=== design 1 ===
### Sequential cells colored by netlist name, design 1

Other sequential cells in the stronger gray, the rest of the logic in the fainter gray.
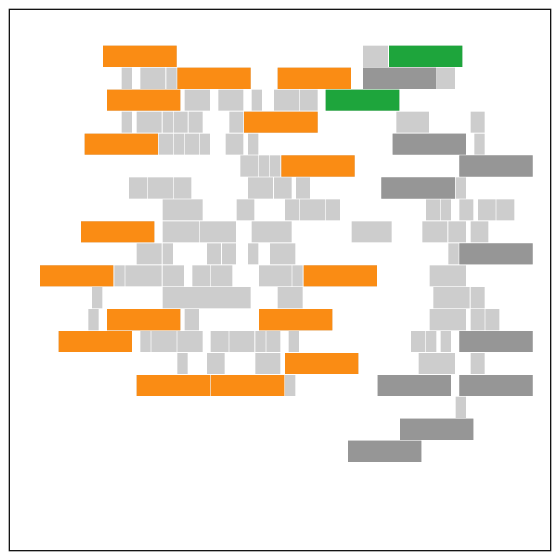

==> src/rtl/entrada_pkg.sv <==
// Shared types for the operand-entry front end: entry-state encoding and the
// debounce counter width helper.
package entrada_pkg;

  typedef enum logic [1:0] {
    ESPERA_N1 = 2'd0,
    ESPERA_N2 = 2'd1,
    ESPERA_TE = 2'd2,
    PRONTO    = 2'd3
  } estado_t;

  function automatic int unsigned largura_cnt(input int unsigned ciclos);
    int unsigned w;
    w = $clog2(ciclos);
    return (w < 1) ? 1 : w;
  endfunction

endpackage

==> src/rtl/entrada_operandos_if.sv <==
// Board-side bundle of the operand-entry block: raw inputs in, committed
// operands and status out.
interface entrada_operandos_if;
  logic       btn;
  logic       sw;
  logic       n1;
  logic       n2;
  logic       te;
  logic       valido;
  logic [1:0] estado;
  logic       pulso;

  modport master (
    output btn, sw,
    input  n1, n2, te, valido, estado, pulso
  );

  modport slave (
    input  btn, sw,
    output n1, n2, te, valido, estado, pulso
  );
endinterface

==> src/rtl/filtro_botao.sv <==
// Push-button synchronizer, counting debounce filter and rising-edge strobe.
module filtro_botao
  import entrada_pkg::*;
#(
  parameter int unsigned DEB_CYCLES = 50000
) (
  input  logic clk,
  input  logic rst_n,
  input  logic btn,
  output logic estavel,
  output logic pulso
);

  localparam int unsigned     CW      = largura_cnt(DEB_CYCLES);
  localparam logic [CW-1:0]   CNT_MAX = CW'(DEB_CYCLES - 1);

  logic [1:0]    sync_q;
  logic          btn_s;
  logic [CW-1:0] cnt;
  logic          estavel_q;

  assign btn_s = sync_q[1];

  always_ff @(posedge clk or negedge rst_n) begin
    if (!rst_n) begin
      sync_q    <= '0;
      cnt       <= '0;
      estavel   <= 1'b0;
      estavel_q <= 1'b0;
    end else begin
      sync_q    <= {sync_q[0], btn};
      estavel_q <= estavel;
      // Any agreeing cycle restarts the count, so a bounce never accumulates.
      if (btn_s != estavel) begin
        if (cnt == CNT_MAX) begin
          estavel <= btn_s;
          cnt     <= '0;
        end else begin
          cnt <= cnt + 1'b1;
        end
      end else begin
        cnt <= '0;
      end
    end
  end

  assign pulso = estavel & ~estavel_q;

endmodule

==> src/rtl/entrada_operandos.sv <==
// Operand-entry front end: commits n1, n2 and te from the value switch on
// successive debounced presses and flags when all three are held.
module entrada_operandos
  import entrada_pkg::*;
#(
  parameter int unsigned DEB_CYCLES = 50000
) (
  input  logic                 clk,
  input  logic                 rst_n,
  entrada_operandos_if.slave   bus
);

  logic       sw_q1;
  logic       sw_s;
  logic       estavel;
  logic       pulso;
  estado_t    st;
  logic       n1_q;
  logic       n2_q;
  logic       te_q;
  logic       valido_q;

  filtro_botao #(
    .DEB_CYCLES (DEB_CYCLES)
  ) u_filtro (
    .clk     (clk),
    .rst_n   (rst_n),
    .btn     (bus.btn),
    .estavel (estavel),
    .pulso   (pulso)
  );

  always_ff @(posedge clk or negedge rst_n) begin
    if (!rst_n) begin
      sw_q1 <= 1'b0;
      sw_s  <= 1'b0;
    end else begin
      sw_q1 <= bus.sw;
      sw_s  <= sw_q1;
    end
  end

  always_ff @(posedge clk or negedge rst_n) begin
    if (!rst_n) begin
      st       <= ESPERA_N1;
      n1_q     <= 1'b0;
      n2_q     <= 1'b0;
      te_q     <= 1'b0;
      valido_q <= 1'b0;
    end else if (pulso) begin
      unique case (st)
        ESPERA_N1: begin
          n1_q <= sw_s;
          st   <= ESPERA_N2;
        end
        ESPERA_N2: begin
          n2_q <= sw_s;
          st   <= ESPERA_TE;
        end
        ESPERA_TE: begin
          te_q     <= sw_s;
          valido_q <= 1'b1;
          st       <= PRONTO;
        end
        PRONTO: begin
          n1_q     <= 1'b0;
          n2_q     <= 1'b0;
          te_q     <= 1'b0;
          valido_q <= 1'b0;
          st       <= ESPERA_N1;
        end
        default: st <= ESPERA_N1;
      endcase
    end
  end

  assign bus.n1     = n1_q;
  assign bus.n2     = n2_q;
  assign bus.te     = te_q;
  assign bus.valido = valido_q;
  assign bus.estado = st;
  assign bus.pulso  = pulso;

endmodule
==> src/flat_wrapper.sv <==
// flat-port wrapper written by rule: the top's interface ports become plain ports
module entrada_operandos_flat import entrada_pkg::*;
#(
  parameter int unsigned DEB_CYCLES = 50000
)
  (clk, rst_n, bus_btn, bus_sw, bus_n1, bus_n2, bus_te, bus_valido, bus_estado, bus_pulso);
  entrada_operandos_if bus_i ();
  input  logic clk;
  input  logic rst_n;
  input wire logic [$bits(bus_i.btn)-1:0] bus_btn;
  input wire logic [$bits(bus_i.sw)-1:0] bus_sw;
  output wire logic [$bits(bus_i.n1)-1:0] bus_n1;
  output wire logic [$bits(bus_i.n2)-1:0] bus_n2;
  output wire logic [$bits(bus_i.te)-1:0] bus_te;
  output wire logic [$bits(bus_i.valido)-1:0] bus_valido;
  output wire logic [$bits(bus_i.estado)-1:0] bus_estado;
  output wire logic [$bits(bus_i.pulso)-1:0] bus_pulso;
  assign bus_i.btn = bus_btn;
  assign bus_i.sw = bus_sw;
  assign bus_n1 = bus_i.n1;
  assign bus_n2 = bus_i.n2;
  assign bus_te = bus_i.te;
  assign bus_valido = bus_i.valido;
  assign bus_estado = bus_i.estado;
  assign bus_pulso = bus_i.pulso;
  entrada_operandos #(.DEB_CYCLES(DEB_CYCLES)) u_core (.clk(clk), .rst_n(rst_n), .bus(bus_i));
endmodule
==> config.mk <==
export PLATFORM = sky130hd
export DESIGN_NAME = entrada_operandos_flat
export DESIGN_NICKNAME = d
export VERILOG_FILES = /design/src/rtl/entrada_pkg.sv /design/src/rtl/entrada_operandos_if.sv /design/src/rtl/filtro_botao.sv /design/src/rtl/entrada_operandos.sv /design/src/flat_wrapper.sv
export SDC_FILE = /design/constraint.sdc
export NUM_CORES = 1
export LEC_CHECK = 0
export ABC_CLOCK_PERIOD_IN_PS = 2300
export CORE_MARGIN = 1
export CORE_UTILIZATION = 31
export CTS_CLUSTER_DIAMETER = 100
export DETAILED_ROUTE_END_ITERATION = 7
export DONT_BUFFER_PORTS = 1
export PLACE_DENSITY = 0.45
export SKIP_LAST_GASP = 1
export SLEW_MARGIN = 20
export SYNTH_ARGS = -nofsm -noshare
export SYNTH_HDL_FRONTEND = slang
export SYNTH_SLANG_ARGS = --single-unit
==> constraint.sdc <==
create_clock -name clk -period 2.3 [get_ports clk]
set_input_delay 0.69 -clock clk [delete_from_list [all_inputs] [get_ports clk]]
set_output_delay 0.69 -clock clk [all_outputs]
set_load 0.01 [all_outputs]
=== design 2 ===
### src/rtl/para_ram_clr.sv
// Single-port synchronous RAM with bit-masked writes, 1- or 2-cycle read
// latency with a read-valid strobe, and a post-reset clear sequencer that
// fills every word with CLR_VALUE before requests are accepted.
module para_ram_clr #(
    parameter int                    DATA_WIDTH = 8,
    parameter int                    ADDR_WIDTH = 4,
    parameter int                    RD_LATENCY = 1,
    parameter logic [DATA_WIDTH-1:0] CLR_VALUE  = '0
) (
    input  logic                  clk,
    input  logic                  rst,
    input  logic                  cs,
    input  logic                  wr_rd,
    input  logic [ADDR_WIDTH-1:0] address,
    input  logic [DATA_WIDTH-1:0] data_in,
    input  logic [DATA_WIDTH-1:0] wr_mask,
    output logic [DATA_WIDTH-1:0] data_out,
    output logic                  rd_valid,
    output logic                  busy,
    output logic                  req_drop
);

    localparam int                    DEPTH     = 2 ** ADDR_WIDTH;
    localparam logic [ADDR_WIDTH-1:0] LAST_ADDR = ADDR_WIDTH'(DEPTH - 1);

    typedef enum logic {
        CLEAR,
        READY
    } state_t;

    state_t                  state;
    state_t                  state_nxt;
    logic [ADDR_WIDTH-1:0]   clr_addr;
    logic [DATA_WIDTH-1:0]   mem [DEPTH];
    logic [DATA_WIDTH-1:0]   rd_word;
    logic                    clr_we;
    logic                    wr_req;
    logic                    rd_req;

    // Merge new data into the stored word only where the mask bit is set.
    function automatic logic [DATA_WIDTH-1:0] merge_masked(
        input logic [DATA_WIDTH-1:0] old_word,
        input logic [DATA_WIDTH-1:0] new_word,
        input logic [DATA_WIDTH-1:0] mask
    );
        return (old_word & ~mask) | (new_word & mask);
    endfunction

    // Requests are honoured only in READY and never while reset is held.
    assign busy    = (state == CLEAR);
    assign clr_we  = !rst && busy;
    assign wr_req  = !rst && !busy && cs && wr_rd;
    assign rd_req  = !rst && !busy && cs && !wr_rd;
    assign rd_word = mem[address];

    // State register; reset always returns to the clear sweep.
    always_ff @(posedge clk) begin
        if (rst) state <= CLEAR;
        else     state <= state_nxt;
    end

    // Next state: the sweep ends on the edge that writes the last word.
    always_comb begin
        state_nxt = state;
        case (state)
            CLEAR:   if (clr_addr == LAST_ADDR) state_nxt = READY;
            READY:   state_nxt = READY;
            default: state_nxt = CLEAR;
        endcase
    end

    // Clear address walks once through the array; wrapping to 0 at the end
    // leaves it ready for the next sweep and READY never advances it.
    always_ff @(posedge clk) begin
        if (rst)          clr_addr <= '0;
        else if (busy)    clr_addr <= clr_addr + ADDR_WIDTH'(1);
    end

    // Storage: the clear pattern has priority, user writes are masked.
    always_ff @(posedge clk) begin
        if (clr_we)       mem[clr_addr] <= CLR_VALUE;
        else if (wr_req)  mem[address]  <= merge_masked(mem[address], data_in, wr_mask);
    end

    // Any request presented during the sweep is discarded and flagged.
    always_ff @(posedge clk) begin
        if (rst) req_drop <= 1'b0;
        else     req_drop <= cs && busy;
    end

    generate
        if (RD_LATENCY == 2) begin : g_lat2
            logic [DATA_WIDTH-1:0] word_p0;
            logic                  vld_p0;

            // Stage 0 -> 1: capture the addressed word.
            always_ff @(posedge clk) begin
                if (rd_req) word_p0 <= rd_word;
            end

            // Stage 1 -> output: forward captured word; reset flushes the pipe.
            always_ff @(posedge clk) begin
                if (rst) begin
                    vld_p0   <= 1'b0;
                    rd_valid <= 1'b0;
                    data_out <= '0;
                end else begin
                    vld_p0   <= rd_req;
                    rd_valid <= vld_p0;
                    if (vld_p0) data_out <= word_p0;
                end
            end
        end else begin : g_lat1
            // Single stage: addressed word straight to the output register.
            always_ff @(posedge clk) begin
                if (rst) begin
                    rd_valid <= 1'b0;
                    data_out <= '0;
                end else begin
                    rd_valid <= rd_req;
                    if (rd_req) data_out <= rd_word;
                end
            end
        end
    endgenerate

endmodule

### config.mk
export PLATFORM = sky130hd
export DESIGN_NAME = para_ram_clr
export DESIGN_NICKNAME = d
export VERILOG_FILES = /design/src/rtl/para_ram_clr.sv
export SDC_FILE = /design/constraint.sdc
export NUM_CORES = 1
export LEC_CHECK = 0
export ABC_AREA = 1
export CAP_MARGIN = 0
export CORE_MARGIN = 2
export CORE_UTILIZATION = 52
export CTS_BUF_LIST = sky130_fd_sc_hd__clkbuf_16
export DETAILED_ROUTE_END_ITERATION = 10
export HOLD_SLACK_MARGIN = 0.1
export PLACE_DENSITY = 0.71
export RECOVER_POWER = 50
export SLEW_MARGIN = 20
export SYNTH_ARGS = -nofsm -noshare
export SYNTH_HDL_FRONTEND = slang
export SYNTH_SLANG_ARGS = --single-unit
export TNS_END_PERCENT = 50
### constraint.sdc
create_clock -name clk -period 2.5 [get_ports clk]
set_clock_uncertainty 0.2 [all_clocks]
set_input_delay 0.5 -clock clk [delete_from_list [all_inputs] [get_ports clk]]
set_output_delay 0.5 -clock clk [all_outputs]
set_load 0.01 [all_outputs]

==> layout pictures side by side <==
Wires at chosen ports, followed through buffers.
Scale bar: 20 µm.
shot_01.png
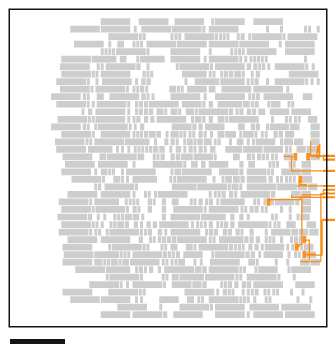
shot_02.png
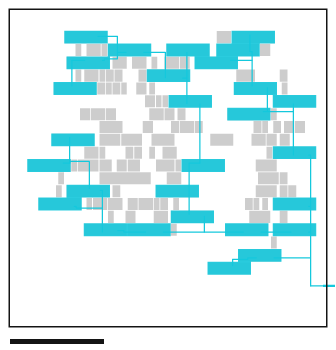
design 1 -> shot_02.png
design 2 -> shot_01.png
Of these, most cells: shot_01.png

Key to shot_01.png:
[wr_mask] orange | bits: 8 | direction: input | end cells: 8 | buffers: 8 | wire: 188 µm

### The metal 2 layer, design 2

Scale bar: 20 µm.
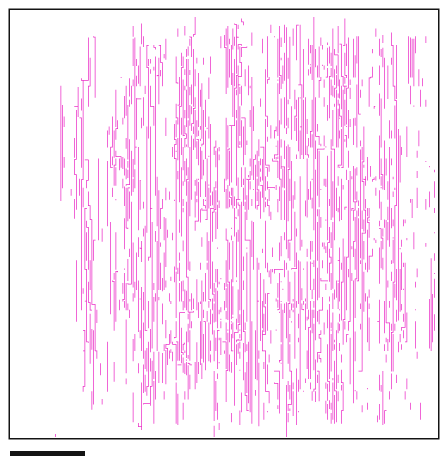
share of all routed wire: 47%
longest straight run: 56.8 µm
nets with wire on the layer: 587
wire length on this layer: 7370 µm

==> COMMIT_EDITMSG, design 2 <==
Add synthesis and place-and-route results

- Layout overhead on the synthesized area: 23.4%
* Mean Syn Cell Area: 9.55 µm²
* Register ranked first by flip-flop count: mem
* Leakage power: 3.46 nW
* Die Height: 114 µm
- Floorplan die area: 13100 µm²
* Cell mode on critical path: buf_4
* Largest registers: mem x128, data_out x8, clr_addr x4
* RSZ-0062 raised after global routing: false
* Global-route wire length before repair: 24500 µm
* Total count of max-transition violations in the final report: 0
* Kind of path behind the tightest hold check: reg -> reg
- YS warnings: 0
- The synthesized design devotes to its leading area cell type 60.7% of total area.
- The via count of the first global-routing pass came to 4730.
- Wire length reported by the detailed router: 15600 µm
- Fmax: 431 MHz
- Global routing consumed, on the met2 layer, 40.6% of the routing resources.
- In the hold timing report, the worst path depth is 2.
* Category of the critical setup timing path: in -> reg
* Inverter count of the layout excluding clock inverters: 103
- Using the TritonRoute via totals, the vias-per-cell ratio works out to 5.39.
- After routing the design area is 7810 µm².
- Dividing the detail-routed wire length by the instance count gives 17.4 µm.
- The worst setup path is launched from an input port.
- For the pin with the worst max-slew slack, the measured transition is 0.632 ns.
- Global-route met1 utilization: 33.9%
- Placed Cells incl. Taps: 864
- In this run the clock root is driven by a clkbuf_16.
- Traced cell by cell, the critical path runs through clkdlybuf4s50_1 > inv_1 > buf_4 > o21ai_2 > nand2_1 > nor2_1 > buf_4.
- The run finished with clean final reports.
- After synthesis, the share of flip-flops with an asynchronous set or reset is 0%.
- In the routed design, unresolved DRC markers number 0.
- In the final layout, flip-flops and latches take up 53.1% of the cell area.
- The timing report lists the critical path depth as 7 cells.
* Footprint of the flip-flops and latches: 4140 µm²
[design 2: path summary, 6_finish.rpt]
kind,from,endpoint
max,address[1],mem[11][6]
min reg2reg,clr_addr[3],state
max reg2reg,state,mem[1][3]
min,clr_addr[3],state
[design 2: report_power, final]
group / internal, mW / leakage (nW) / switching [mW] / total (mW)
combinational: 0.133 / 1.74 / 0.211 / 0.344
sequential: 2.60 / 1.44 / 0.00960 / 2.61
clock: 1.56 / 0.277 / 0.970 / 2.53
total: 4.29 / 3.46 / 1.19 / 5.48
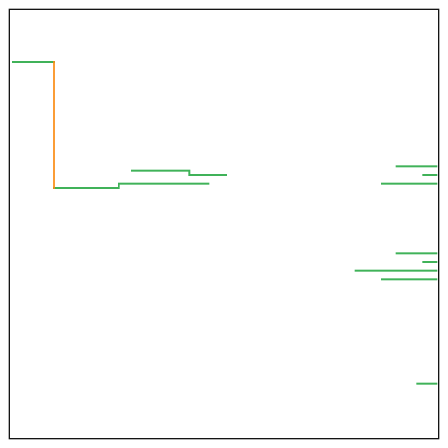
*Signal wires by layer, design 1*
Two of the layers only.
[met3] green | wire length: 95.9 µm
[met4] orange | wire length: 19.7 µm
via count: 836
wire length reported by the detailed router: 2280 µm
final routed wire length divided by cell count: 13.2 µm
all-layer global routing usage: 11.8%

Notes on 'Sequential cells colored by netlist name' of design 1 above:
[u_core.u_filtro.cnt] orange | flops: 16
[u_core.u_filtro.sync_q] green | flops: 2
not colored: 10

==> COMMIT_EDITMSG, design 1 <==
Add synthesis and place-and-route results

- Result of the run: complete, no violations
- Once detailed placement completed, the half-perimeter wirelength came to 1590 µm.
- Count of tool warnings: 29
* Filler-free cell count of the finished design: 173
- Once detail routing completed, the nets flagged for antenna violations numbered 0.
- The portion of synthesized area spent on multiplexers is 0.861%.
- The power report lists the combinational group at 15.1 µW.
* Yosys adder share: 4.78%
* Mean Syn Cell Area: 10.7 µm²
- Detailed routing placed a total of 95 µm of wire on met3.
- Floorplan die area: 4480 µm²
- Stage delay of the slowest cell on the critical path: 0.43 ns
* Layout overhead on the synthesized area: 7.66%
* Placed Cells incl. Taps: 169
- Share of the yosys chip area belonging to registers: 53.6%
- Library cell with the largest summed area after synthesis: dfrtp_1
* Ys flop type: dfrtp_1
- Footprint of the flip-flops and latches: 701 µm²
- Across the routed clock network, the largest skew measured is 0.00556 ns.
- For reference, the clock transition at the flip-flops on the worst setup and hold paths is 0.10 ns.
- Number of buffers between clock root and the deepest sink: 2
* Cell Rows: 23
- In this run, power in flip-flops and latches comes to 507 µW.
* Data-path buffer share of cell area in the final layout: 0%
- Per the finish-stage timing summary, setup violations number 0.
- Per the OpenROAD power report, switching power amounts to 174 µW.
* Min cycle time layout: 1.88 ns
- Fmax: 533 MHz
- Post-synth ARST share: 100%
- Looking at the group totals, the largest power group turns out to be registers.
- The worst setup path is launched from a flop.
* Reg-to-Reg End: u_core.u_filtro.cnt[2]
- In this run, synthesis inferred 0 flip-flops with an integrated enable.
- Per the layout report, the design carries 410 filler cells.
- Register ranked first by flip-flop count: u_core.u_filtro.cnt
- On the final layout, the worst hold slack is 0.0923 ns.
* Tally of max-capacitance violations: 0
- In the final design database the tool counted 133 nets.
- Number of DRC markers after the initial detailed-route iteration: 21
* Number of sinks handled by clock tree synthesis: 28
design 1: through the flow:
stage	setup slack, ns	power (mW)	utilization (%)	area, µm²
2_1_floorplan	0.869	0.529	-	1310
5_1_grt	0.342	0.951	34.9	1410
3_5_place_dp	0.735	0.532	33.2	1340
3_3_place_gp	0.748	0.532	33.2	1340
4_1_cts	0.424	0.926	34.9	1410
6_report	0.425	0.913	34.9	1410
design 1: worst max-delay path, delay by kind of cell (launching register included):
family	cells	cell delay, ns
flops	1	0.43
buf+inv	1	0.29
simple gates	1	0.18


## Gallery

Cell outlines without signal wires.
panel A
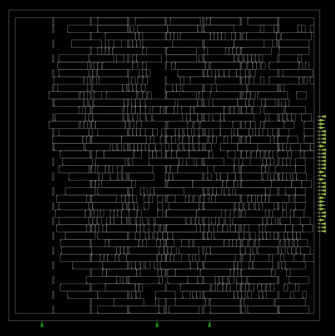
panel B
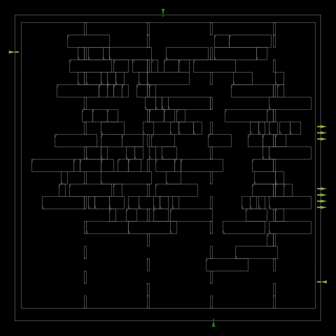
Panel A is design 2.
Panel B is design 1.
Of these, most cells: panel A
Of these, highest utilization: panel A

Power figures rest on the tool's default switching activity, not on a simulated workload.
